# p_reduce_seq

File: src/rtl/p_logic_pkg.sv
// Shared encodings and FSM state type for the sequential boolean reducers.
package p_logic_pkg;

    localparam logic [1:0] OP_AND  = 2'b00;
    localparam logic [1:0] OP_OR   = 2'b01;
    localparam logic [1:0] OP_XOR  = 2'b10;
    localparam logic [1:0] OP_NAND = 2'b11;

    typedef enum logic [1:0] {
        IDLE  = 2'b00,
        ACCUM = 2'b01,
        DONE  = 2'b10
    } state_t;

    // NAND folds as AND; the inversion is applied once on the final result.
    function automatic logic [1:0] fold_op(input logic [1:0] op);
        return (op == OP_NAND) ? OP_AND : op;
    endfunction

endpackage

File: src/rtl/p_logic_op.sv
// Two-operand bitwise AND/OR/XOR selected by op; any other code acts as AND.
module p_logic_op
    import p_logic_pkg::*;
#(
    parameter int unsigned BUS_WIDTH = 8
) (
    input  logic [1:0]           op,
    input  logic [BUS_WIDTH-1:0] a,
    input  logic [BUS_WIDTH-1:0] b,
    output logic [BUS_WIDTH-1:0] y_c
);

    // Select the bitwise operation.
    always_comb begin
        y_c = a & b;
        case (op)
            OP_OR:   y_c = a | b;
            OP_XOR:  y_c = a ^ b;
            default: y_c = a & b;
        endcase
    end

endmodule

File: src/rtl/p_reduce_seq.sv
// Sequential NB_INS-operand bitwise reducer with valid/ready input and output streams.
module p_reduce_seq
    import p_logic_pkg::*;
#(
    parameter int unsigned BUS_WIDTH = 8,
    parameter int unsigned NB_INS    = 4
) (
    input  logic                 clk,
    input  logic                 rst_n,
    input  logic                 flush,
    input  logic [1:0]           op,
    input  logic                 in_valid,
    output logic                 in_ready,
    input  logic [BUS_WIDTH-1:0] in_data,
    output logic                 out_valid,
    input  logic                 out_ready,
    output logic [BUS_WIDTH-1:0] out_data,
    output logic                 busy
);

    localparam int unsigned CNT_W = $clog2(NB_INS + 1);
    localparam logic [CNT_W-1:0] LAST_CNT = CNT_W'(NB_INS - 1);
    localparam bit SINGLE = (NB_INS == 1);

    state_t               state;
    state_t               next_state;
    logic [BUS_WIDTH-1:0] acc;
    logic [CNT_W-1:0]     cnt;
    logic [1:0]           op_q;

    logic                 beat_c;
    logic                 take_c;
    logic                 last_c;
    logic [1:0]           step_op_c;
    logic [BUS_WIDTH-1:0] fold_c;
    logic [BUS_WIDTH-1:0] raw_c;
    logic [1:0]           res_op_c;
    logic [BUS_WIDTH-1:0] result_c;

    logic                 in_ready_d;
    logic                 out_valid_d;
    logic                 busy_d;

    assign beat_c    = in_valid & in_ready;
    assign take_c    = out_valid & out_ready;
    assign last_c    = (cnt == LAST_CNT);
    assign step_op_c = fold_op(op_q);

    p_logic_op #(
        .BUS_WIDTH (BUS_WIDTH)
    ) u_fold (
        .op  (step_op_c),
        .a   (acc),
        .b   (in_data),
        .y_c (fold_c)
    );

    // State register.
    always_ff @(posedge clk or negedge rst_n) begin
        if (!rst_n) begin
            state <= IDLE;
        end else begin
            state <= next_state;
        end
    end

    // Next-state logic; flush overrides every other event.
    always_comb begin
        next_state = state;
        if (flush) begin
            next_state = IDLE;
        end else begin
            case (state)
                IDLE: begin
                    if (beat_c) begin
                        next_state = SINGLE ? DONE : ACCUM;
                    end
                end
                ACCUM: begin
                    if (beat_c && last_c) begin
                        next_state = DONE;
                    end
                end
                DONE: begin
                    if (take_c) begin
                        next_state = IDLE;
                    end
                end
                default: next_state = IDLE;
            endcase
        end
    end

    // Handshake/status outputs derived from the upcoming state.
    always_comb begin
        in_ready_d  = 1'b1;
        out_valid_d = 1'b0;
        busy_d      = 1'b0;
        case (next_state)
            ACCUM: begin
                busy_d = 1'b1;
            end
            DONE: begin
                in_ready_d  = 1'b0;
                out_valid_d = 1'b1;
                busy_d      = 1'b1;
            end
            default: begin
                in_ready_d  = 1'b1;
                out_valid_d = 1'b0;
                busy_d      = 1'b0;
            end
        endcase
    end

    // Registered handshake/status outputs, so they depend only on state.
    always_ff @(posedge clk or negedge rst_n) begin
        if (!rst_n) begin
            in_ready  <= 1'b1;
            out_valid <= 1'b0;
            busy      <= 1'b0;
        end else begin
            in_ready  <= in_ready_d;
            out_valid <= out_valid_d;
            busy      <= busy_d;
        end
    end

    // Final value for the beat that completes a reduction (first beat when NB_INS==1).
    always_comb begin
        raw_c    = fold_c;
        res_op_c = op_q;
        if (state == IDLE) begin
            raw_c    = in_data;
            res_op_c = op;
        end
        result_c = (res_op_c == OP_NAND) ? ~raw_c : raw_c;
    end

    // Accumulator, beat counter, latched op and held result.
    always_ff @(posedge clk or negedge rst_n) begin
        if (!rst_n) begin
            acc      <= '0;
            cnt      <= '0;
            op_q     <= OP_AND;
            out_data <= '0;
        end else if (flush) begin
            acc      <= '0;
            cnt      <= '0;
            out_data <= '0;
        end else begin
            case (state)
                IDLE: begin
                    if (beat_c) begin
                        acc  <= in_data;
                        op_q <= op;
                        if (SINGLE) begin
                            cnt      <= '0;
                            out_data <= result_c;
                        end else begin
                            cnt <= CNT_W'(1);
                        end
                    end
                end
                ACCUM: begin
                    if (beat_c) begin
                        acc <= fold_c;
                        if (last_c) begin
                            cnt      <= '0;
                            out_data <= result_c;
                        end else begin
                            cnt <= cnt + CNT_W'(1);
                        end
                    end
                end
                DONE: begin
                    if (take_c) begin
                        out_data <= '0;
                    end
                end
                default: begin
                    cnt <= '0;
                end
            endcase
        end
    end

endmodule

File: config.mk
export PLATFORM = sky130hd
export DESIGN_NAME = p_reduce_seq
export DESIGN_NICKNAME = d
export VERILOG_FILES = /design/src/rtl/p_logic_pkg.sv /design/src/rtl/p_logic_op.sv /design/src/rtl/p_reduce_seq.sv
export SDC_FILE = /design/constraint.sdc
export NUM_CORES = 1
export LEC_CHECK = 0
export ABC_AREA = 0
export CORE_ASPECT_RATIO = 0.5
export CORE_MARGIN = 2
export CORE_UTILIZATION = 55
export CTS_CLUSTER_SIZE = 10
export DETAILED_ROUTE_END_ITERATION = 12
export GPL_TIMING_DRIVEN = 0
export PLACE_DENSITY = 0.79
export SLEW_MARGIN = 30
export SYNTH_ARGS = -nofsm -noshare
export SYNTH_HDL_FRONTEND = slang
export SYNTH_SLANG_ARGS = --single-unit
export TNS_END_PERCENT = 50
File: constraint.sdc
create_clock -name clk -period 2.5 [get_ports clk]
set_input_delay 0.25 -clock clk [delete_from_list [all_inputs] [get_ports clk]]
set_output_delay 0.25 -clock clk [all_outputs]
set_load 0.01 [all_outputs]
# stream_selector

<file path="config.mk">
export PLATFORM = sky130hd
export DESIGN_NAME = stream_selector
export DESIGN_NICKNAME = d
export VERILOG_FILES = /design/src/rtl/stream_selector.sv
export SDC_FILE = /design/constraint.sdc
export NUM_CORES = 1
export LEC_CHECK = 0
export CAP_MARGIN = 25
export CORE_ASPECT_RATIO = 1.5
export CORE_UTILIZATION = 39
export DETAILED_ROUTE_END_ITERATION = 10
export PLACE_DENSITY = 0.83
export SLEW_MARGIN = 20
export SYNTH_ARGS = -nofsm -noshare
export SYNTH_HDL_FRONTEND = slang
export SYNTH_SLANG_ARGS = --single-unit
</file>
<file path="constraint.sdc">
create_clock -name clk -period 2.3 [get_ports clk]
set_input_delay 0.46 -clock clk [delete_from_list [all_inputs] [get_ports clk]]
set_output_delay 0.46 -clock clk [all_outputs]
set_load 0.005 [all_outputs]
</file>
<file path="src/rtl/stream_selector.sv">
// N-channel valid/ready stream selector with manual or round-robin choice,
// packet-level locking and a single registered output slot.
module stream_selector #(
  parameter int CH    = 4,
  parameter int WIDTH = 8,
  localparam int SEL_W = $clog2(CH)
) (
  input  logic                clk,
  input  logic                rst_n,
  input  logic                mode,
  input  logic [SEL_W-1:0]    sel,
  input  logic [CH-1:0]       in_valid,
  input  logic [CH*WIDTH-1:0] in_data,
  input  logic [CH-1:0]       in_last,
  output logic [CH-1:0]       in_ready,
  output logic                out_valid,
  output logic [WIDTH-1:0]    out_data,
  output logic                out_last,
  output logic [SEL_W-1:0]    out_ch,
  input  logic                out_ready,
  output logic                busy
);

  localparam logic [0:0] IDLE   = 1'b0;
  localparam logic [0:0] LOCKED = 1'b1;

  logic [0:0]       state;
  logic [SEL_W-1:0] ptr;
  logic [SEL_W-1:0] lock_ch;
  logic [SEL_W-1:0] g;
  logic [SEL_W-1:0] g_next;
  logic             cand_ok;
  logic             load_en;
  logic             accept;
  int               idx;

  always_comb begin
    g       = '0;
    cand_ok = 1'b0;
    idx     = 0;
    if (state == LOCKED) begin
      g       = lock_ch;
      cand_ok = 1'b1;
    end else if (!mode) begin
      g       = sel;
      cand_ok = (int'(sel) < CH);
    end else begin
      // first valid channel scanning from ptr, wrapping modulo CH
      for (int unsigned i = 0; i < CH; i++) begin
        idx = int'(ptr) + int'(i);
        if (idx >= CH) idx = idx - CH;
        if (!cand_ok && in_valid[idx]) begin
          g       = SEL_W'(idx);
          cand_ok = 1'b1;
        end
      end
    end
  end

  always_comb begin
    load_en  = !out_valid || out_ready;
    in_ready = '0;
    if (load_en && cand_ok && rst_n) in_ready[g] = 1'b1;
    accept   = load_en && cand_ok && rst_n && in_valid[g];
    g_next   = (int'(g) == CH - 1) ? '0 : g + SEL_W'(1);
  end

  always_ff @(posedge clk) begin
    if (!rst_n) begin
      state     <= IDLE;
      ptr       <= '0;
      lock_ch   <= '0;
      out_valid <= 1'b0;
      out_data  <= '0;
      out_last  <= 1'b0;
      out_ch    <= '0;
    end else begin
      if (accept) begin
        out_valid <= 1'b1;
        out_data  <= in_data[int'(g)*WIDTH +: WIDTH];
        out_last  <= in_last[g];
        out_ch    <= g;
        if (in_last[g]) begin
          ptr   <= g_next;
          state <= IDLE;
        end else if (state == IDLE) begin
          state   <= LOCKED;
          lock_ch <= g;
        end
      end else if (out_ready) begin
        out_valid <= 1'b0;
      end
    end
  end

  assign busy = (state == LOCKED);

endmodule

</file>
# wb_hazard_unit

--- src/rtl/wb_hazard_unit.sv ---
// EX/WB pipeline register with load-data extraction and load-use stall detection.
// Define LOAD_USE_STALL_EN to enable the hazard FSM, stall/kill_ex and stall_cnt.
module wb_hazard_unit #(
    parameter int DWIDTH = 32
) (
    input  logic              clk,
    input  logic              rst,
    input  logic              ex_valid,
    input  logic [4:0]        ex_rd,
    input  logic              ex_reg_we,
    input  logic              ex_is_load,
    input  logic [2:0]        ex_funct3,
    input  logic [DWIDTH-1:0] ex_result,
    input  logic [DWIDTH-1:0] mem_rdata,
    input  logic              flush,
    input  logic [4:0]        id_rs1,
    input  logic [4:0]        id_rs2,
    input  logic              id_use_rs1,
    input  logic              id_use_rs2,
    output logic [4:0]        wb_addr,
    output logic [DWIDTH-1:0] wb_data,
    output logic              is_wb,
    output logic              stall,
    output logic              kill_ex,
    output logic [15:0]       stall_cnt,
    output logic              fsm_state
);

    logic              is_load_q;
    logic [2:0]        funct3_q;
    logic [1:0]        addr_lo_q;
    logic [DWIDTH-1:0] result_q;

    // A bubble in EX must never produce a write-back, so valid gates both address and enable.
    always_ff @(posedge clk) begin
        if (rst) begin
            is_wb     <= 1'b0;
            wb_addr   <= '0;
            is_load_q <= 1'b0;
            funct3_q  <= '0;
            addr_lo_q <= '0;
            result_q  <= '0;
        end else begin
            is_wb     <= ex_valid & ex_reg_we & (ex_rd != 5'd0);
            wb_addr   <= ex_valid ? ex_rd : 5'd0;
            is_load_q <= ex_is_load;
            funct3_q  <= ex_funct3;
            addr_lo_q <= ex_result[1:0];
            result_q  <= ex_result;
        end
    end

    logic [7:0]  ld_byte;
    logic [15:0] ld_half;

    always_comb begin
        ld_byte = mem_rdata[8*addr_lo_q +: 8];
        ld_half = addr_lo_q[1] ? mem_rdata[31:16] : mem_rdata[15:0];
        wb_data = result_q;
        if (is_load_q) begin
            case (funct3_q)
                3'b000:  wb_data = {{(DWIDTH-8){ld_byte[7]}}, ld_byte};
                3'b001:  wb_data = {{(DWIDTH-16){ld_half[15]}}, ld_half};
                3'b100:  wb_data = {{(DWIDTH-8){1'b0}}, ld_byte};
                3'b101:  wb_data = {{(DWIDTH-16){1'b0}}, ld_half};
                default: wb_data = mem_rdata;
            endcase
        end
    end

`ifdef LOAD_USE_STALL_EN
    typedef enum logic {
        RUN     = 1'b0,
        STALLED = 1'b1
    } state_t;

    state_t state_q;
    state_t state_d;
    logic   hazard;

    // Flush kills the ID instruction, so a dependency on it is moot.
    assign hazard = ex_valid & ex_is_load & ex_reg_we & (ex_rd != 5'd0) &
                    ((id_use_rs1 & (id_rs1 == ex_rd)) | (id_use_rs2 & (id_rs2 == ex_rd))) &
                    ~flush;

    always_comb begin
        state_d = state_q;
        stall   = 1'b0;
        kill_ex = 1'b0;
        case (state_q)
            RUN: begin
                if (hazard) begin
                    stall   = 1'b1;
                    kill_ex = 1'b1;
                    state_d = STALLED;
                end
            end
            STALLED: state_d = RUN;
            default: state_d = RUN;
        endcase
    end

    always_ff @(posedge clk) begin
        if (rst) begin
            state_q   <= RUN;
            stall_cnt <= '0;
        end else begin
            state_q <= state_d;
            if (stall && (stall_cnt != 16'hFFFF)) begin
                stall_cnt <= stall_cnt + 16'd1;
            end
        end
    end

    assign fsm_state = (state_q == STALLED);
`else
    logic unused_id;
    assign unused_id = ^{id_rs1, id_rs2, id_use_rs1, id_use_rs2, flush};

    assign stall     = 1'b0;
    assign kill_ex   = 1'b0;
    assign stall_cnt = '0;
    assign fsm_state = 1'b0;
`endif

endmodule

--- config.mk ---
export PLATFORM = sky130hd
export DESIGN_NAME = wb_hazard_unit
export DESIGN_NICKNAME = d
export VERILOG_FILES = /design/src/rtl/wb_hazard_unit.sv
export SDC_FILE = /design/constraint.sdc
export NUM_CORES = 1
export LEC_CHECK = 0
export CAP_MARGIN = 0
export CELL_PAD_IN_SITES_DETAIL_PLACEMENT = 1
export CELL_PAD_IN_SITES_GLOBAL_PLACEMENT = 1
export CORE_ASPECT_RATIO = 1.5
export CORE_MARGIN = 4
export CORE_UTILIZATION = 25
export DETAILED_ROUTE_END_ITERATION = 10
export GPL_TIMING_DRIVEN = 0
export PLACE_DENSITY_LB_ADDON = 0.1
export RECOVER_POWER = 25
export SKIP_CTS_REPAIR_TIMING = 1
export SLEW_MARGIN = 20
export SYNTH_ARGS = -nofsm -noshare
export SYNTH_HDL_FRONTEND = slang
export SYNTH_SLANG_ARGS = --single-unit
--- constraint.sdc ---
create_clock -name clk -period 1.7 [get_ports clk]
set_input_delay 0.17 -clock clk [delete_from_list [all_inputs] [get_ports clk]]
set_output_delay 0.17 -clock clk [all_outputs]
set_load 0.02 [all_outputs]
stream_selector, signal wires on met1:
Cells faint in the background.
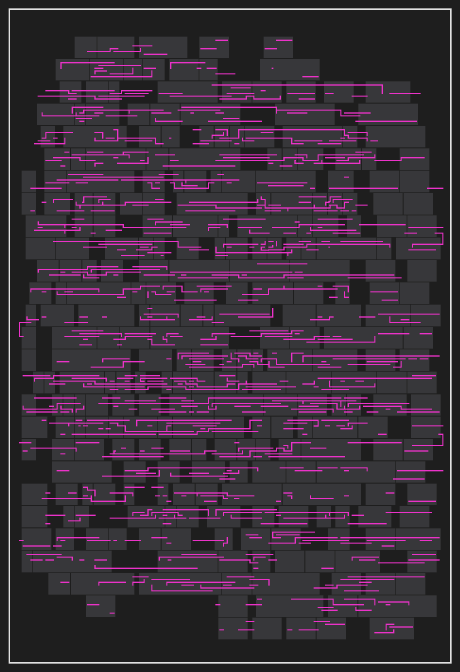
- main direction: horizontal
- nets with wire on the layer: 296

==> notes.md, stream_selector <==
flow finished, numbers: Util after Layout 0.789, failing checks setup timing, met2 Resource Use GR 0.568, Crit path arrival time 2.74 ns, Flop area 348 um^2, final hold violation count 0, syn_area_per_cell 8.36 um^2, vias in the first global route 1963, FFs w/ async S/R, synth 0, total sequential power 383 uW, site row count 27, Top cells by area dfxtp_1 22%, mux2i_1 10%, mux2_2 6.5%, Yosys cell types 48, tool warning count 29, outcome finished with violations, Tot GR Track Use 0.289, number of cells in Yosys stat 186, final setup fails 18, Top Layer Used met4, Resized cells post-CTS 64, Hold EP out_ch[1]$_SDFFE_PN0P_, number of flops mapped to enable cells by yosys 0, Detail Route met2 WL 3.43 mm, Critical Path RT 2.51 ns, placed insts 321, main flop type dfxtp_1, DR WL met3 443 um, TritonCTS clock tree yes, sw frac 0.387, final worst slack -0.231 ns, Critical Path Max Stage Delay 0.40 ns, M1 GR Usage 0.255, DRT met1 WL 2.13 mm, Yosys Chip Area 1560 um^2, maximum vdd drop 0.000420 V, Leak 1.18 nW, pre-CTS setup slack -0.957 ns, cell area after synthesis 1560 um^2, global-route wire length before repair 8.80 mm, clock skew 0.00392 ns, yosys adder share 0.0225, crit path launch type flip-flop, initial antenna violation count 0, Worst Tran Pin Value 0.416 ns, Comb area share 0.471, Synth Area in Compound Gates 0.342, Setup TNS -2.69 ns, dominant kind of cell by area logic gates
[stream_selector: cells in the final DEF (no fill, tap or decap), types with 4 or more instances in the layout]
cell type         n
buf_4            43
dfxtp_1          15
mux2i_1          13
o21ai_0          10
a21oi_1          13
nand2_1          12
o21ai_1           4
o2111ai_2         4
buf_2             6
nand3_1          10
clkdlybuf4s50_1  53
mux2_4            7
buf_6            12
nor2_1           10
a21oi_2           4
nand2b_1          5
o2111ai_4         4
[stream_selector: how the worst max path moves through the flow]
stage	from	end	slack (ns)
CTS	ptr[0]$_SDFFE_PN0P_	in_ready[0]	-0.20
finish	ptr[1]$_SDFFE_PN0P_	lock_ch[1]$_SDFFE_PN0P_	-0.23
floorplan	in_valid[0]	in_ready[0]	0.004
global placement	in_valid[2]	in_ready[0]	-0.89
global route	ptr[1]$_SDFFE_PN0P_	lock_ch[0]$_SDFFE_PN0P_	-0.34
detailed placement	in_valid[2]	lock_ch[1]$_SDFFE_PN0P_	-0.96
[stream_selector: registers in the layout, indices dropped and copies added (netlist names)]
signal,count
out_ch,2
lock_ch,2
out_last,1
out_valid,1
out_data,8
ptr,2
busy,1
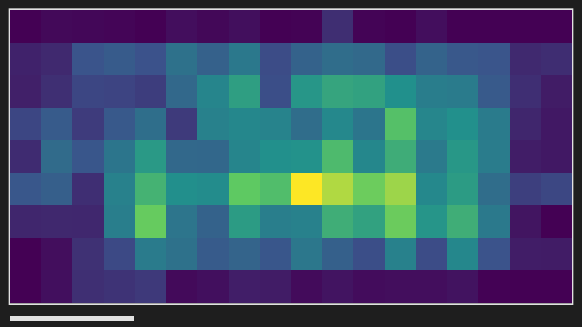
p_reduce_seq: wiring heat map
Bar = 20 um. The die is cut into 18 by 9 equal tiles; dark purple is low, yellow is high, scaled to the fullest tile. Values are wire area over tile area, all layers added.
- tiles over half the peak: 15%
- nearly empty tiles: 11%
- densest ninth of the die: centre
- mean over tiles: 0.19
- emptiest ninth of the die: upper left

==> notes.md, p_reduce_seq <==
flow finished, numbers: routed vias 1794, #MultiIn Comb 162, global-route wire length before repair 8.32 mm, maximum buffer depth of the clock tree 2, outcome finished, final reports clean, cell area after synthesis 2080 um^2, FF-to-FF path depth 6, RSZ-0062 raised after global routing no, Flop area 652 um^2, layout net count 286, Comb area share 0.522, Crit path arrival time 2.38 ns, biggest area consumer among synthesized cells dfrtp_1, aggregate global routing overflow 0, most frequent cells in the layout 25 x dfrtp_1, 23 x clkdlybuf4s50_1, 21 x inv_1, 21 x ha_1, 17 x nand2_1, Worst Tran Pin Value 0.849 ns, bufs w/o clock 36, Hold WS 0.497 ns, max-cap viol count 0, Worst path depth 6, fp_density 0.589, Tmin final 2.20 ns, Resized cells post-CTS 0, Area Overhead vs Synth 18.3%, total placed instance area 2380 um^2
-- p_reduce_seq: where the power goes --
group	internal [mW]	switching [mW]
clock	0.215	0.155
sequential	0.442	0.0235
combinational	0.157	0.227
total	0.813	0.405
-- p_reduce_seq: repair_timing --
item                                    in CTS  in global routing
endpoints found under the setup margin       0                  0
hold buffers                                 1                  0
endpoints found under the hold margin       25                  0
-- p_reduce_seq: registers in the layout, indices dropped and copies added (netlist names) --
signal / flops
busy: 1
cnt: 3
op_q: 2
out_valid: 1
state: 2
in_ready: 1
acc: 8
out_data: 8
-- p_reduce_seq: cells by family (layout without fill, tap and decap cells) --
| kind of cell | count (synthesis) | count (layout) |
|---|---|---|
| compound gates | 41 | 41 |
| fa+ha+maj | 21 | 21 |
| buf+inv | 32 | 61 |
| flops | 26 | 26 |
| mux | 9 | 9 |
| simple gates | 91 | 91 |
-- p_reduce_seq: routing by layer --
metal,vias to the layer above,wire [um],track usage
li1,841,-,-
met1,884,2320,0.326
met2,67,2410,0.452
met3,2,387,0.0661
met4,0,12,0.0424
met5,-,0,0
wb_hazard_unit, signal wires on met1:
Cells faint in the background.
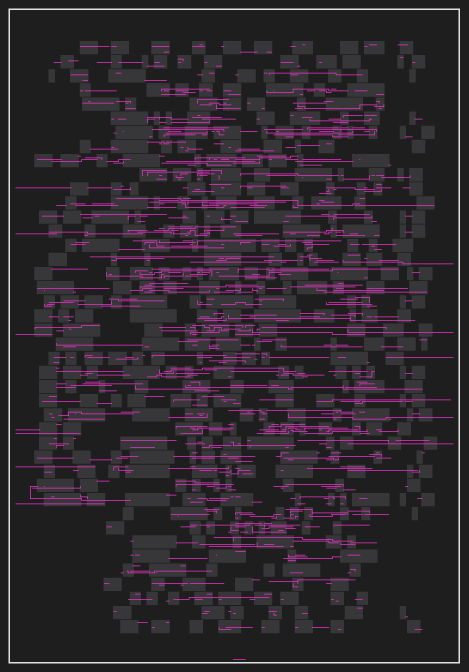
- share of all routed wire: 36%
- main direction: horizontal
- nets with wire on the layer: 427
- wire length on this layer: 3300 um

wb_hazard_unit, M4 wires:
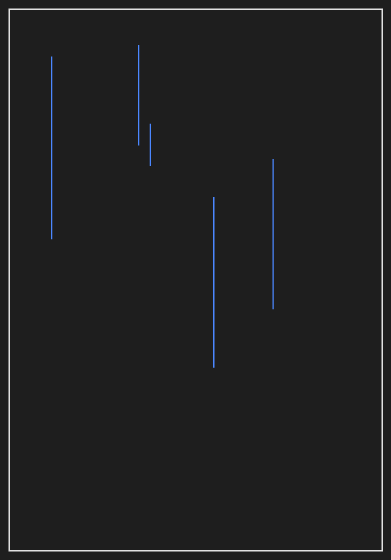
- nets with wire on the layer: 5
- main direction: vertical

==> notes.md, wb_hazard_unit <==
flow finished, numbers: final setup fails 32, Tot Pwr 2.97 mW, most frequent cells in the layout 77 x clkdlybuf4s50_1, 51 x buf_4, 39 x nor2b_1, number of cells in Yosys stat 278, Logic pwr share 0.323, outcome finished with violations, fill cell total of the finished layout 1069, failing checks setup timing, Area Overhead vs Synth 79.4%, biggest area consumer among synthesized cells dfxtp_1, Worst Path Buf+Inv 2, site row count 42, Synth Instances 278, antenna diode instance count 0, crit path kind flip-flop to output pin, final worst slack -0.284 ns, Crit path arrival time 1.81 ns, cycle use final 1.17, maximum vdd drop 0.000498 V
-- wb_hazard_unit: per-stage QoR --
step	instance area (um^2)	hold slack, ns	util	instances
floorplan	2390	0.242	-	296
global placement	3670	0.719	0.411	520
detailed placement	3670	0.735	0.411	520
CTS	3820	0.428	0.427	528
global route	4130	0.427	0.463	532
finish	4130	0.422	0.463	532
-- wb_hazard_unit: cell usage after synthesis (all sizes together) --
cell,number
nand3,18
clkbuf,10
a311o,1
or2,1
o21a,1
mux2,8
o32ai,5
nor2,7
o22ai,8
or2b,2
mux2i,5
or3,4
nand2,28
and2,5
o221ai,1
a31oi,1
o311a,1
buf,27
nor2b,42
conb,1
o31ai,5
a311oi,7
o21ai,19
nor3,6
inv,3
dfxtp,42
a31o,1
a21oi,18
a22oi,1
-- wb_hazard_unit: sequential cells by signal (all words and copies together), names as in the netlist --
signal / flops
is_wb: 1
result_q: 31
addr_lo_q: 1
funct3_q: 3
is_load_q: 1
wb_addr: 5
-- wb_hazard_unit: final timing paths --
path / startpoint / to / slack, ns / depth (start not counted)
max: addr_lo_q[0]$_SDFF_PP0_ / wb_data[27] / -0.28 / 6
min: ex_funct3[0] / funct3_q[0]$_SDFF_PP0_ / 0.42 / 2

==> gallery <==
Met2 routing.
Bar = 20 um.
picture 1
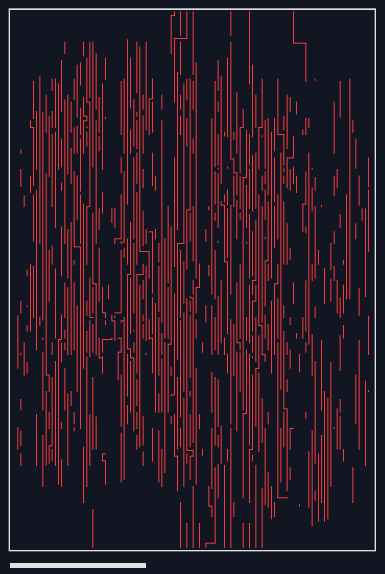
picture 2
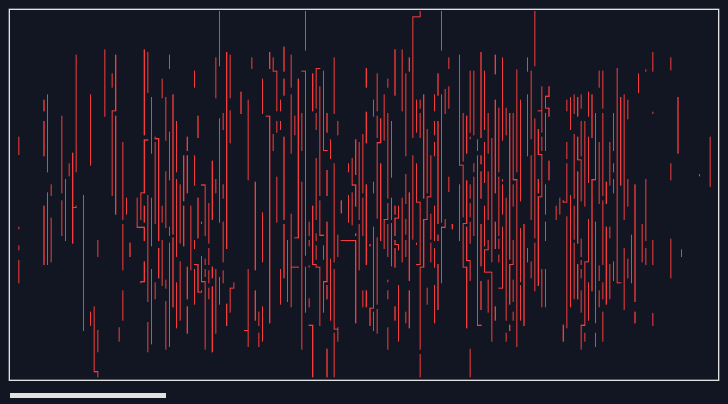
picture 3
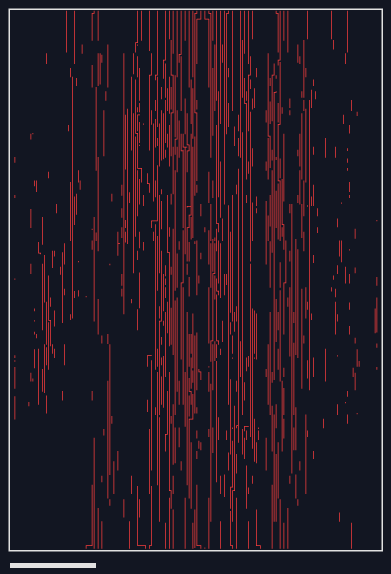
stream_selector -> picture 1
p_reduce_seq -> picture 2
wb_hazard_unit -> picture 3
The one with the largest die is picture 3.

Key to picture 2:
- wire length on this layer: 2410 um
- main direction: vertical
- nets with wire on the layer: 250


# ram_arbiter

ram_arbiter, the metal 3 layer:
Bar = 20 um.
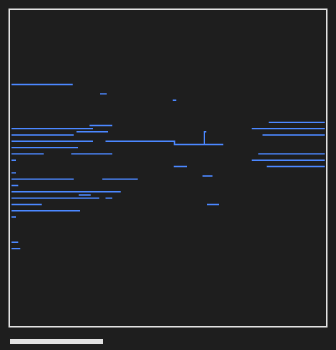

## src/rtl/ram_arbiter_pkg.sv

```systemverilog
// Shared definitions for the two-requester RAM access controller:
// controller state encoding, default widths and requester select codes.
package ram_arbiter_pkg;

  localparam int AW_DEF = 4;
  localparam int DW_DEF = 4;

  typedef enum logic [1:0] {
    ST_IDLE   = 2'd0,
    ST_ACCESS = 2'd1,
    ST_CLEAR  = 2'd2
  } state_t;

  localparam logic SEL_A = 1'b0;
  localparam logic SEL_B = 1'b1;

endpackage

```

## src/rtl/rr_arb2.sv

```systemverilog
// Two-way round-robin picker: one-hot grant from req[1:0] and the index of
// the requester served last (0 = A, 1 = B). Purely combinational.
module rr_arb2 (
  input  logic [1:0] req,
  input  logic       last,
  output logic [1:0] gnt
);

  // On contention the requester not served last wins
  always_comb begin
    gnt = 2'b00;
    case (req)
      2'b01:   gnt = 2'b01;
      2'b10:   gnt = 2'b10;
      2'b11:   gnt = last ? 2'b01 : 2'b10;
      default: gnt = 2'b00;
    endcase
  end

endmodule

```

## src/rtl/ram_arbiter.sv

```systemverilog
// Round-robin access controller sharing one async-read/sync-write RAM between
// requesters A and B. Optional post-reset RAM fill enabled by RAM_CLEAR_EN.
module ram_arbiter
  import ram_arbiter_pkg::*;
#(
  parameter int            AW        = AW_DEF,
  parameter int            DW        = DW_DEF,
  parameter logic [DW-1:0] CLEAR_VAL = {DW{1'b0}}
) (
  input  logic          clk,
  input  logic          rst,
  input  logic          a_req,
  input  logic          a_we,
  input  logic [AW-1:0] a_addr,
  input  logic [DW-1:0] a_wdata,
  output logic          a_gnt,
  output logic          a_done,
  output logic [DW-1:0] a_rdata,
  input  logic          b_req,
  input  logic          b_we,
  input  logic [AW-1:0] b_addr,
  input  logic [DW-1:0] b_wdata,
  output logic          b_gnt,
  output logic          b_done,
  output logic [DW-1:0] b_rdata,
  output logic          ram_we,
  output logic [AW-1:0] ram_addr,
  output logic [DW-1:0] ram_din,
  input  logic [DW-1:0] ram_dout,
  output logic          busy
);

`ifdef RAM_CLEAR_EN
  localparam state_t RESET_ST = ST_CLEAR;
`else
  localparam state_t RESET_ST = ST_IDLE;
`endif

  localparam logic [AW-1:0] CLR_LAST = {AW{1'b1}};

  state_t        state;
  state_t        state_next;
  logic          last;
  logic          cmd_sel;
  logic          cmd_we;
  logic [AW-1:0] cmd_addr;
  logic [DW-1:0] cmd_wdata;
  logic [AW-1:0] clr_addr;
  logic [1:0]    arb_gnt;
  logic          accept;

  rr_arb2 u_rr_arb2 (
    .req  ({b_req, a_req}),
    .last (last),
    .gnt  (arb_gnt)
  );

  assign accept = (state == ST_IDLE) && (a_req || b_req);
  assign busy   = (state != ST_IDLE);

  // Next-state logic
  always_comb begin
    state_next = state;
    case (state)
      ST_IDLE: begin
        if (a_req || b_req) state_next = ST_ACCESS;
        else                state_next = ST_IDLE;
      end
      ST_ACCESS: state_next = ST_IDLE;
      ST_CLEAR: begin
        if (clr_addr == CLR_LAST) state_next = ST_IDLE;
        else                      state_next = ST_CLEAR;
      end
      default: state_next = ST_IDLE;
    endcase
  end

  // RAM port drive: address/data hold the last command, only the strobe is gated
  always_comb begin
    ram_we   = 1'b0;
    ram_addr = cmd_addr;
    ram_din  = cmd_wdata;
    case (state)
      ST_ACCESS: ram_we = cmd_we;
      ST_CLEAR: begin
        ram_we   = 1'b1;
        ram_addr = clr_addr;
        ram_din  = CLEAR_VAL;
      end
      default: ram_we = 1'b0;
    endcase
  end

  // State, command latch, round-robin pointer and requester-facing outputs
  always_ff @(posedge clk) begin
    if (rst) begin
      state     <= RESET_ST;
      last      <= SEL_B;
      cmd_sel   <= SEL_A;
      cmd_we    <= 1'b0;
      cmd_addr  <= {AW{1'b0}};
      cmd_wdata <= {DW{1'b0}};
      clr_addr  <= {AW{1'b0}};
      a_gnt     <= 1'b0;
      b_gnt     <= 1'b0;
      a_done    <= 1'b0;
      b_done    <= 1'b0;
      a_rdata   <= {DW{1'b0}};
      b_rdata   <= {DW{1'b0}};
    end else begin
      state  <= state_next;
      a_gnt  <= 1'b0;
      b_gnt  <= 1'b0;
      a_done <= 1'b0;
      b_done <= 1'b0;
      if (accept) begin
        last      <= arb_gnt[1];
        cmd_sel   <= arb_gnt[1];
        cmd_we    <= arb_gnt[1] ? b_we    : a_we;
        cmd_addr  <= arb_gnt[1] ? b_addr  : a_addr;
        cmd_wdata <= arb_gnt[1] ? b_wdata : a_wdata;
        a_gnt     <= arb_gnt[0];
        b_gnt     <= arb_gnt[1];
      end
      if (state == ST_ACCESS) begin
        if (cmd_sel == SEL_B) begin
          b_done <= 1'b1;
          if (!cmd_we) b_rdata <= ram_dout;
        end else begin
          a_done <= 1'b1;
          if (!cmd_we) a_rdata <= ram_dout;
        end
      end
      if (state == ST_CLEAR) clr_addr <= clr_addr + AW'(1);
    end
  end

endmodule

```

## config.mk

```make
export PLATFORM = sky130hd
export DESIGN_NAME = ram_arbiter
export DESIGN_NICKNAME = d
export VERILOG_FILES = /design/src/rtl/ram_arbiter_pkg.sv /design/src/rtl/rr_arb2.sv /design/src/rtl/ram_arbiter.sv
export SDC_FILE = /design/constraint.sdc
export NUM_CORES = 1
export LEC_CHECK = 0
export ABC_CLOCK_PERIOD_IN_PS = 2000
export CAP_MARGIN = 20
export CORE_MARGIN = 10
export CORE_UTILIZATION = 55
export CTS_CLUSTER_DIAMETER = 30
export DETAILED_ROUTE_END_ITERATION = 8
export DONT_BUFFER_PORTS = 1
export GPL_ROUTABILITY_DRIVEN = 0
export PLACE_DENSITY = 0.77
export SETUP_SLACK_MARGIN = 0.5
export SLEW_MARGIN = 20
export SYNTH_ARGS = -nofsm -noshare
export SYNTH_HDL_FRONTEND = slang
export SYNTH_SLANG_ARGS = --single-unit
```

## constraint.sdc

```tcl
create_clock -name clk -period 2 [get_ports clk]
set_clock_uncertainty 0.1 [all_clocks]
set_input_delay 0.4 -clock clk [delete_from_list [all_inputs] [get_ports clk]]
set_output_delay 0.4 -clock clk [all_outputs]
set_load 0.02 [all_outputs]
```

# spi_display_tx

--- config.mk ---
export PLATFORM = sky130hd
export DESIGN_NAME = spi_display_tx
export DESIGN_NICKNAME = d
export VERILOG_FILES = /design/src/rtl/spi_display_tx.sv
export SDC_FILE = /design/constraint.sdc
export NUM_CORES = 1
export LEC_CHECK = 0
export ABC_AREA = 1
export CAP_MARGIN = 30
export CORE_MARGIN = 2
export CORE_UTILIZATION = 33
export CTS_BUF_LIST = sky130_fd_sc_hd__clkbuf_4 sky130_fd_sc_hd__clkbuf_8 sky130_fd_sc_hd__clkbuf_16
export DETAILED_ROUTE_END_ITERATION = 7
export MAX_ROUTING_LAYER = met4
export PLACE_DENSITY = 0.63
export SLEW_MARGIN = 30
export SYNTH_ARGS = -nofsm -noshare
export SYNTH_HDL_FRONTEND = slang
export SYNTH_SLANG_ARGS = --single-unit
--- constraint.sdc ---
create_clock -name clk -period 2.55 [get_ports clk]
set_clock_uncertainty 0.1 [all_clocks]
set_input_delay 0.51 -clock clk [delete_from_list [all_inputs] [get_ports clk]]
set_output_delay 0.51 -clock clk [all_outputs]
set_load 0.05 [all_outputs]
--- src/rtl/spi_display_tx.sv ---
// SPI mode-0 transmitter for a display controller: sends one 32-bit word MSB first
// with chip select and a data/command line, then holds csn high for a gap.
module spi_display_tx #(
    parameter int CLK_DIV = 4,
    parameter int CS_GAP  = 2
) (
    input  logic        clk,
    input  logic        reset,
    input  logic        tx_valid,
    output logic        tx_ready,
    input  logic [31:0] tx_data,
    input  logic        tx_dc,
    output logic        spi_sclk,
    output logic        spi_sdo,
    output logic        dc,
    output logic        csn,
    output logic        busy,
    output logic        done
);

    localparam int DIV_W = $clog2(CLK_DIV) + 1;
    localparam int GAP_W = $clog2(CS_GAP) + 1;
    localparam logic [DIV_W-1:0] DIV_LAST = DIV_W'(CLK_DIV - 1);
    localparam logic [GAP_W-1:0] GAP_LAST = GAP_W'(CS_GAP - 1);

    typedef enum logic [2:0] {
        IDLE,
        LOW,
        HIGH,
        HOLD,
        GAP
    } state_t;

    state_t           state, state_next;
    logic [DIV_W-1:0] div_cnt, div_next;
    logic [GAP_W-1:0] gap_cnt, gap_next;
    logic [4:0]       bit_cnt, bit_next;
    logic [30:0]      shift, shift_next;
    logic             sclk_next, sdo_next, csn_next, dc_next, done_next;
    logic             div_last;

    assign tx_ready = (state == IDLE) && !reset;
    assign busy     = (state != IDLE);
    assign div_last = (div_cnt == DIV_LAST);

    always_ff @(posedge clk) begin
        if (reset) begin
            state    <= IDLE;
            div_cnt  <= '0;
            gap_cnt  <= '0;
            bit_cnt  <= '0;
            shift    <= '0;
            spi_sclk <= 1'b0;
            spi_sdo  <= 1'b0;
            csn      <= 1'b1;
            dc       <= 1'b0;
            done     <= 1'b0;
        end else begin
            state    <= state_next;
            div_cnt  <= div_next;
            gap_cnt  <= gap_next;
            bit_cnt  <= bit_next;
            shift    <= shift_next;
            spi_sclk <= sclk_next;
            spi_sdo  <= sdo_next;
            csn      <= csn_next;
            dc       <= dc_next;
            done     <= done_next;
        end
    end

    // Every output is computed here as the value it takes after the next edge,
    // so all SPI pins come straight from flops.
    always_comb begin
        state_next = state;
        div_next   = div_cnt;
        gap_next   = gap_cnt;
        bit_next   = bit_cnt;
        shift_next = shift;
        sclk_next  = spi_sclk;
        sdo_next   = spi_sdo;
        csn_next   = csn;
        dc_next    = dc;
        done_next  = 1'b0;

        case (state)
            IDLE: begin
                if (tx_valid && tx_ready) begin
                    state_next = LOW;
                    shift_next = tx_data[30:0];
                    sdo_next   = tx_data[31];
                    dc_next    = tx_dc;
                    csn_next   = 1'b0;
                    sclk_next  = 1'b0;
                    bit_next   = 5'd31;
                    div_next   = '0;
                end
            end
            LOW: begin
                if (div_last) begin
                    state_next = HIGH;
                    sclk_next  = 1'b1;
                    div_next   = '0;
                end else begin
                    div_next = div_cnt + 1'b1;
                end
            end
            HIGH: begin
                if (div_last) begin
                    div_next  = '0;
                    sclk_next = 1'b0;
                    // Data advances only on the falling edge so it is stable at each rise.
                    if (bit_cnt == 5'd0) begin
                        state_next = HOLD;
                    end else begin
                        state_next = LOW;
                        bit_next   = bit_cnt - 1'b1;
                        sdo_next   = shift[30];
                        shift_next = {shift[29:0], 1'b0};
                    end
                end else begin
                    div_next = div_cnt + 1'b1;
                end
            end
            HOLD: begin
                if (div_last) begin
                    state_next = GAP;
                    div_next   = '0;
                    gap_next   = '0;
                    csn_next   = 1'b1;
                    done_next  = 1'b1;
                end else begin
                    div_next = div_cnt + 1'b1;
                end
            end
            GAP: begin
                if (gap_cnt == GAP_LAST) begin
                    state_next = IDLE;
                    gap_next   = '0;
                end else begin
                    gap_next = gap_cnt + 1'b1;
                end
            end
            default: state_next = IDLE;
        endcase
    end

endmodule
# aes_kat_sequencer

[src/rtl/aes_kat_sequencer.sv]
`default_nettype none
// +--------------------------------------------------------------------------+
// | aes_kat_sequencer: runs a known-answer campaign from a vector ROM through |
// | the AES-128 core and accumulates pass/fail statistics.                    |
// | Revision: 1.0                                                             |
// +--------------------------------------------------------------------------+
module aes_kat_sequencer #(
    parameter int NUM_VECTORS = 8,
    parameter int IDX_W       = 3,
    parameter int TIMEOUT     = 64
) (
    input  logic               clk,
    input  logic               rst_n,
    input  logic               start,
    input  logic               abort,
    output logic [IDX_W-1:0]   vec_addr,
    input  logic [127:0]       vec_pt,
    input  logic [127:0]       vec_key,
    input  logic [127:0]       vec_ct,
    output logic [127:0]       aes_pt,
    output logic [127:0]       aes_key,
    output logic               aes_start,
    input  logic               aes_done,
    input  logic [127:0]       aes_ct,
    output logic               busy,
    output logic               run_done,
    output logic               all_pass,
    output logic [IDX_W:0]     pass_count,
    output logic [IDX_W:0]     fail_count,
    output logic               timeout_seen,
    output logic [IDX_W-1:0]   first_fail_idx
);

    localparam int              TW       = (TIMEOUT > 1) ? $clog2(TIMEOUT) : 1;
    localparam int              CW       = IDX_W + 1;
    localparam logic [TW-1:0]   TMR_LAST = TW'(TIMEOUT - 1);
    localparam logic [IDX_W-1:0] LAST_IDX = IDX_W'(NUM_VECTORS - 1);

    typedef enum logic [2:0] {
        S_IDLE  = 3'd0,
        S_FETCH = 3'd1,
        S_LOAD  = 3'd2,
        S_START = 3'd3,
        S_WAIT  = 3'd4,
        S_CHECK = 3'd5,
        S_DONE  = 3'd6
    } state_t;

    state_t          r_state;
    logic [TW-1:0]   r_timer;
    logic [127:0]    r_exp_ct;
    logic [127:0]    r_cap_ct;
    logic            r_timed_out;
    logic            w_pass;

    // A timed-out vector fails regardless of whatever stale ct was captured.
    assign w_pass = (r_cap_ct == r_exp_ct) && !r_timed_out;

    always_ff @(posedge clk) begin
        if (!rst_n) begin
            r_state        <= S_IDLE;
            r_timer        <= '0;
            r_exp_ct       <= '0;
            r_cap_ct       <= '0;
            r_timed_out    <= 1'b0;
            vec_addr       <= '0;
            aes_pt         <= '0;
            aes_key        <= '0;
            aes_start      <= 1'b0;
            busy           <= 1'b0;
            run_done       <= 1'b0;
            all_pass       <= 1'b0;
            pass_count     <= '0;
            fail_count     <= '0;
            timeout_seen   <= 1'b0;
            first_fail_idx <= '0;
        end else if (busy && abort) begin
            r_state   <= S_IDLE;
            busy      <= 1'b0;
            aes_start <= 1'b0;
        end else begin
            aes_start <= 1'b0;
            case (r_state)
                S_IDLE, S_DONE: begin
                    if (abort) begin
                        r_state  <= S_IDLE;
                        run_done <= 1'b0;
                        all_pass <= 1'b0;
                    end else if (start) begin
                        pass_count     <= '0;
                        fail_count     <= '0;
                        timeout_seen   <= 1'b0;
                        first_fail_idx <= '0;
                        run_done       <= 1'b0;
                        all_pass       <= 1'b0;
                        vec_addr       <= '0;
                        busy           <= 1'b1;
                        r_state        <= S_FETCH;
                    end
                end
                S_FETCH: r_state <= S_LOAD;
                S_LOAD: begin
                    aes_pt    <= vec_pt;
                    aes_key   <= vec_key;
                    r_exp_ct  <= vec_ct;
                    aes_start <= 1'b1;
                    r_state   <= S_START;
                end
                S_START: begin
                    r_timer     <= '0;
                    r_timed_out <= 1'b0;
                    r_state     <= S_WAIT;
                end
                S_WAIT: begin
                    if (aes_done) begin
                        r_cap_ct <= aes_ct;
                        r_state  <= S_CHECK;
                    end else if (r_timer == TMR_LAST) begin
                        r_timed_out <= 1'b1;
                        r_state     <= S_CHECK;
                    end else begin
                        r_timer <= r_timer + TW'(1);
                    end
                end
                S_CHECK: begin
                    if (w_pass) begin
                        pass_count <= pass_count + CW'(1);
                    end else begin
                        fail_count <= fail_count + CW'(1);
                        if (fail_count == '0) begin
                            first_fail_idx <= vec_addr;
                        end
                    end
                    timeout_seen <= timeout_seen | r_timed_out;
                    if (vec_addr == LAST_IDX) begin
                        r_state  <= S_DONE;
                        busy     <= 1'b0;
                        run_done <= 1'b1;
                        all_pass <= (fail_count == '0) && w_pass;
                    end else begin
                        vec_addr <= vec_addr + IDX_W'(1);
                        r_state  <= S_FETCH;
                    end
                end
                default: begin
                    r_state <= S_IDLE;
                    busy    <= 1'b0;
                end
            endcase
        end
    end

endmodule
`default_nettype wire
[config.mk]
export PLATFORM = sky130hd
export DESIGN_NAME = aes_kat_sequencer
export DESIGN_NICKNAME = d
export VERILOG_FILES = /design/src/rtl/aes_kat_sequencer.sv
export SDC_FILE = /design/constraint.sdc
export NUM_CORES = 1
export LEC_CHECK = 0
export CORE_AREA = 2 2 308 310
export DETAILED_ROUTE_END_ITERATION = 10
export DIE_AREA = 0 0 310 312
export PLACE_DENSITY_LB_ADDON = 0.15
export SLEW_MARGIN = 20
export SYNTH_ARGS = -nofsm -noshare
export SYNTH_HDL_FRONTEND = slang
export SYNTH_SLANG_ARGS = --single-unit
[constraint.sdc]
create_clock -name clk -period 7.88 [get_ports clk]
set_input_delay 1.182 -clock clk [delete_from_list [all_inputs] [get_ports clk]]
set_output_delay 1.182 -clock clk [all_outputs]
set_load 0.005 [all_outputs]
aes_kat_sequencer, signal wires on met1:
Cells faint in the background.
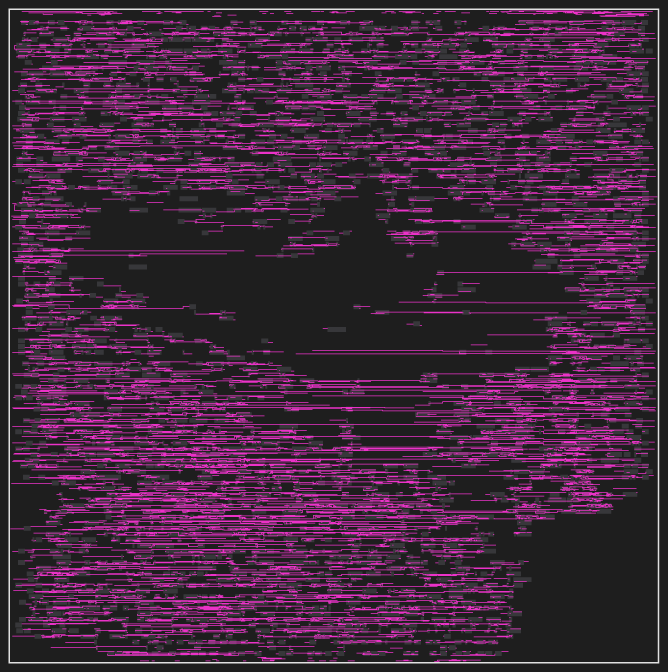
- longest straight run: 132 um
- nets with wire on the layer: 3566

==> notes.md, aes_kat_sequencer <==
flow finished, numbers: sw frac 0.266, most frequent cells in the layout 1048 x nand2_1, 791 x clkdlybuf4s50_1, 541 x dfxtp_1, Core ar. 93000 um^2, Yosys Chip Area 20500 um^2, logic area 8810 um^2, outcome finished, final reports clean, #MultiIn Comb 1866, Resized cells post-CTS 0, Hold EP aes_key[111]$_SDFFE_PN0P_, final worst slack 4.20 ns, dominant kind of cell by area registers, most numerous logic cell after layout nand2_1, Final Max Tran Viols 0, clock skew 0.0283 ns, worst min-delay path class flip-flop to flip-flop, Inserted Clock Buffers 69, CP max FO 69, H-tree depth 3, total placed instance area 29600 um^2
-- aes_kat_sequencer: per-layer routing --
layer / global-route usage / part of all wire / up-vias
li1: - / - / 10100
met1: 0.250 / 0.42 / 9606
met2: 0.327 / 0.47 / 594
met3: 0.0786 / 0.087 / 168
met4: 0.0442 / 0.020 / 74
met5: 0 / 0.0044 / -
-- aes_kat_sequencer: kinds of logic after synthesis --
kind of cell / count (synthesis)
AND/OR/NAND/NOR: 1175
AND-OR/OR-AND: 613
flip-flops: 541
buffers and inverters: 242
XOR/XNOR: 70
adder cells (fa/ha/maj): 6
multiplexers: 2
-- aes_kat_sequencer: metrics by stage --
stage                     cells  utilization
after floorplan            2649            -
after global placement     4531        0.318
after detailed placement   4531        0.318
after CTS                  4656        0.342
after global routing       4660        0.342
final                      4661        0.342
-- aes_kat_sequencer: sequential cells by signal, indices dropped and copies added, names as in the netlist --
signal          cells
aes_key           128
aes_pt            128
r_cap_ct          128
r_exp_ct          128
r_timer             6
fail_count          4
pass_count          4
first_fail_idx      3
r_state             3
vec_addr            3
aes_start           1
all_pass            1
busy                1
r_timed_out         1
run_done            1
timeout_seen        1
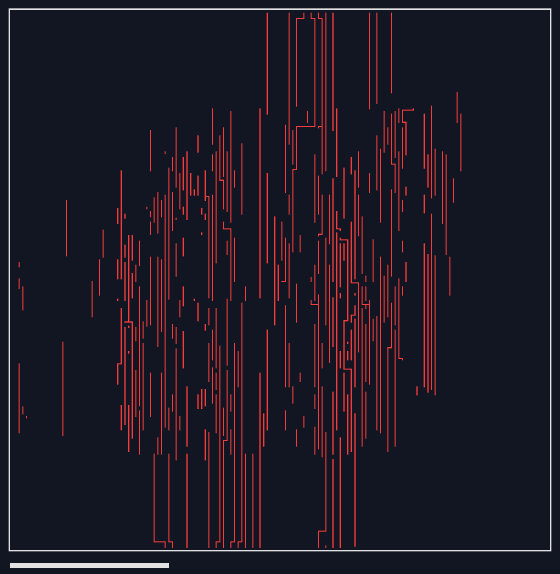
ram_arbiter: met2 routing
Bar = 20 um.
- longest straight run: 30.1 um
- main direction: vertical
- share of all routed wire: 52%
- wire length on this layer: 1790 um

Notes on 'the metal 3 layer' of ram_arbiter above:
- nets with wire on the layer: 28
- longest straight run: 23.2 um
- wire length on this layer: 312 um

==> notes.md, ram_arbiter <==
flow finished, numbers: main flop type dfxtp_1, min-delay src rst, Resized cells post-CTS 22, final hold violation count 0, most frequent cells in the layout 27 x dfxtp_1, 15 x nor2_1, 9 x o22ai_1, 9 x o221a_1, fp_density 0.574, Yosys top cell by instances dfxtp_1, outcome finished, final reports clean, synth cell count leaders 29 x dfxtp_1, 19 x nor2_1, 9 x mux2i_1, 9 x o221a_1, 9 x o22ai_1, P_clk 404 uW, Top logic family AND-OR/OR-AND gates, Comb. pwr 232 uW, detailed-placement wirelength estimate 2.21 mm, Crit path arrival time 1.29 ns, M1 GR Usage 0.151, Most Crowded Layer GR met2, site row count 17, FF-to-FF path depth 8, Inserted Clock Buffers 5, Hold EP b_rdata[3]$_SDFFE_PP0P_, share of layout cells above drive strength 1 0.333, Util after Layout 0.743, total placed instance area 1340 um^2, Final ANT Viol Nets 0, Worst Tran Pin Value 0.701 ns, TritonCTS clock tree yes, max-cap viol count 0, MUX area fraction 0.0709, Worst R2R End a_rdata[2]$_SDFFE_PP0P_, number of flops mapped to enable cells by yosys 0, Tot GR Track Use 0.147, Logic pwr share 0.180, Flops after synth 29, final worst slack 0.207 ns, worst min-delay path class input port to flip-flop, met3 GRT Util 0.0750, global-route wire length before repair 5.15 mm, placed insts 155, vias per cell 6.03, Sink Count 29, tool warning count 32, sw frac 0.282, Slew Limit Headroom 0.531, Top cells by area dfxtp_1 46%, o221a_1 8.0%, mux2i_1 7.1%, maximum buffer depth of the clock tree 2, PortBufs 0, crit end category output pin, Leak 0.636 nW, crit path launch type flip-flop, CP max FO 5, initial antenna violation count 0
[ram_arbiter: layout make-up]
| class | count | area (um^2) | share of cell area |
|---|---|---|---|
| clock buffers | 7 | 65.1 | 0.0396 |
| repair buffers | 14 | 128 | 0.0777 |
| multi-input cells | 83 | 768 | 0.468 |
| inverters | 13 | 56.3 | 0.0343 |
| well taps | 28 | 35.0 | 0.0213 |
| clock inverters | 1 | 5.00 | 0.00305 |
| flip-flops and latches | 29 | 586 | 0.356 |
[ram_arbiter: worst max path at each step]
stage / from / to / cells after the start
floorplan: state[0]$_SDFF_PP0_ / ram_addr[2] / 5
global placement: state[0]$_SDFF_PP0_ / ram_addr[3] / 4
detailed placement: state[0]$_SDFF_PP0_ / ram_we / 5
CTS: state[0]$_SDFF_PP0_ / ram_addr[1] / 4
global route: state[0]$_SDFF_PP0_ / ram_addr[1] / 5
finish: state[0]$_SDFF_PP0_ / ram_addr[1] / 5
[ram_arbiter: routing by layer]
layer | up-vias | share of wire
met4 | 0 | 0.015
met5 | - | 0
met1 | 516 | 0.37
met2 | 43 | 0.52
met3 | 7 | 0.091
li1 | 490 | -
spi_display_tx, met2 routing:
Bar = 20 um.
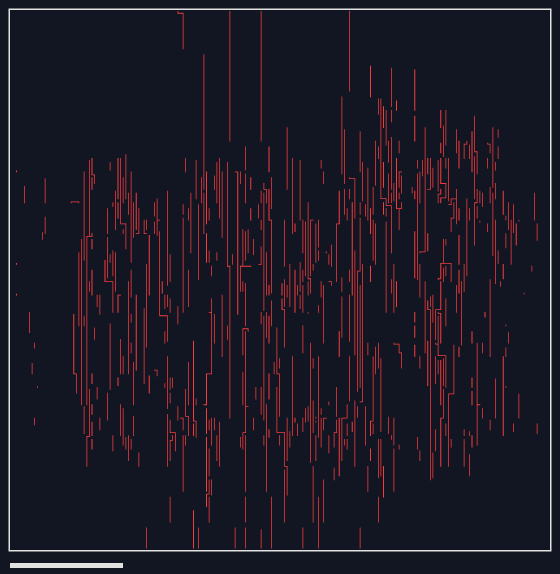
- main direction: vertical
- nets with wire on the layer: 329
- share of all routed wire: 46%

==> notes.md, spi_display_tx <==
flow finished, numbers: outcome finished, final reports clean, detailed-placement wirelength estimate 4.09 mm, final instance area 3300 um^2, fmax 484 MHz, IO Pins 43, total placed instance area 3180 um^2, number of cells in Yosys stat 365, Sink Count 49, biggest area consumer among synthesized cells dfxtp_1, Tot Pwr 3.82 mW, Worst Tran Pin Value 0.585 ns, clk latency late pin 0.29 ns, Clk pin slew, worst setup/hold paths 0.09 ns, vias per cell 4.67, Synthesized Nets 403, Resized cells post-CTS 0, Hold WS 0.345 ns, Util after Layout 0.404, Net Switching 1.75 mW, most frequent cells in the layout 150 x nand2_1, 49 x dfxtp_1, 39 x clkdlybuf4s50_1, seq_cells 49, Post-CTS Setup Inserts 0, pre-CTS setup slack 0.276 ns, Inserted Clock Buffers 5, internal power 2.07 mW, Slew Limit Headroom 0.610, antenna diode instance count 0, biggest regs shift (31), bit_cnt (5), Comb area share 0.459, initial antenna violation count 0, Synth Instances 365, max-cap viol count 0, crit path launch type flip-flop, vias in the first global route 2345, aggregate global routing overflow 0, final hold violation count 0, cell area after synthesis 2760 um^2, Final Max Tran Viols 0, max FFs per register 31, largest net degree at the start of global routing 37, Hold Buf Count CTS 0, Yosys cell types 29, nonclk inv count 17, CP cell instances clkdlybuf4s50_1, Flop area 981 um^2, Pwr top combinational logic, Worst Setup SP spi_sdo$_SDFFE_PP0P_, tool warning count 26, crit end category output pin, Leak 1.36 nW, die area 9110 um^2, Core ar. 8180 um^2, Logic pwr share 0.545, Worst Path Buf+Inv 1, main flop type dfxtp_1, GP Congestion 0.791, Critical Path RT 1.94 ns, Critical Path Max Stage Delay 0.81 ns, fp_density 0.337, FF-to-FF path depth 8, non-filler cells, final 504, worst min-delay path class flip-flop to flip-flop
-- spi_display_tx: cell usage after synthesis (3+ instances only) --
cell / count
nand2_1: 150
buf_4: 3
o21ai_0: 4
buf_8: 3
nand3_1: 15
nor2_1: 16
dfxtp_1: 49
inv_1: 14
inv_2: 3
a21oi_1: 12
buf_12: 3
nand2_4: 3
clkbuf_1: 4
a21oi_2: 29
buf_2: 9
nand3_2: 30
nor2_4: 3
-- spi_display_tx: metal layers --
metal | share of wire | track usage | vias up | wire (um)
met4 | 0.0038 | 0.0298 | 0 | 23
met3 | 0.043 | 0.0213 | 2 | 259
met2 | 0.46 | 0.246 | 45 | 2820
met5 | 0 | - | - | 0
li1 | - | - | 1229 | -
met1 | 0.49 | 0.183 | 1079 | 2980
-- spi_display_tx: cell families after synthesis --
| logic type | synth area share |
|---|---|
| and+or+nand+nor | 0.405 |
| buffers and inverters | 0.0952 |
| DFF | 0.356 |
| adders and majority gates | 0.00907 |
| AOI/OAI and AO/OA | 0.129 |
| xor gates and xnor gates | 0.00635 |

==> layout pictures side by side <==
Clock nets.
image #1
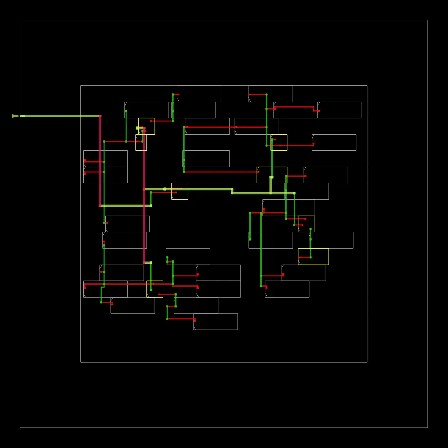
image #2
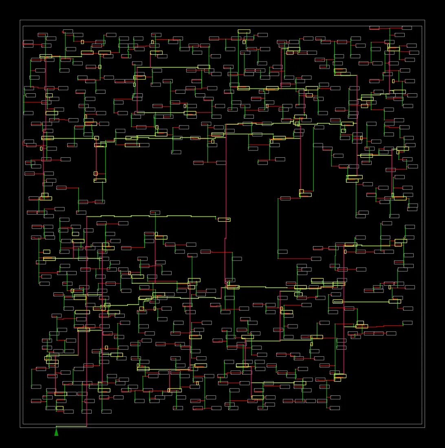
image #3
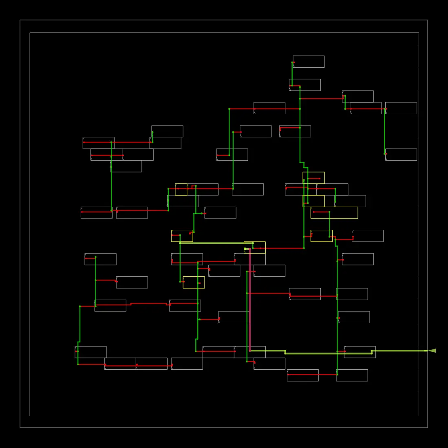
For aes_kat_sequencer, see image #2.
For ram_arbiter, see image #1.
For spi_display_tx, see image #3.
Of these, fewest sequential cells: image #1



==> notes/layouts.md <==
Pictures saved along the way, in no particular order.

The metal 3 layer.
shot_01.png
Bar = 100 um.
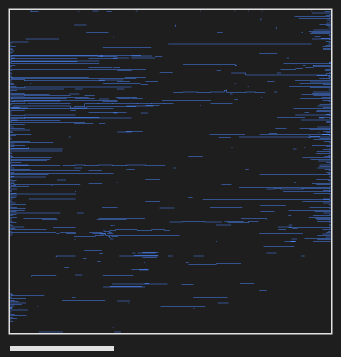
shot_02.png
Bar = 20 um.
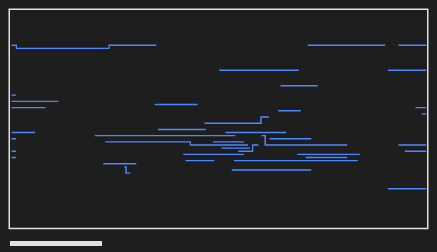
shot_03.png
Bar = 20 um.
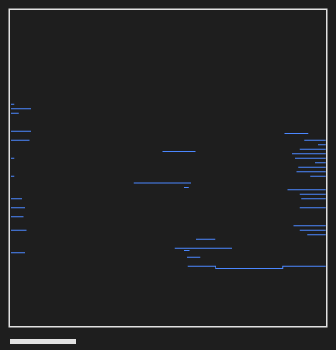
shot_04.png
Bar = 20 um.
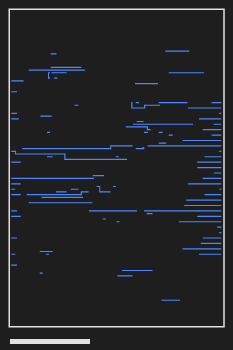
shot_05.png
Bar = 20 um.
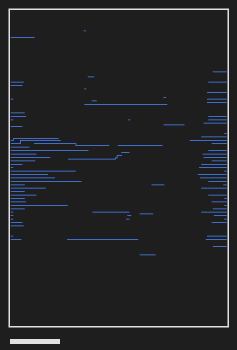
Of these, largest die: shot_01.png
- stream_selector = shot_04.png
- wb_hazard_unit = shot_05.png
- spi_display_tx = shot_03.png
- aes_kat_sequencer = shot_01.png
- p_reduce_seq = shot_02.png

Key to shot_04.png:
- main direction: horizontal
- longest straight run: 22.1 um

Power is estimated from default activity; no workload was simulated.
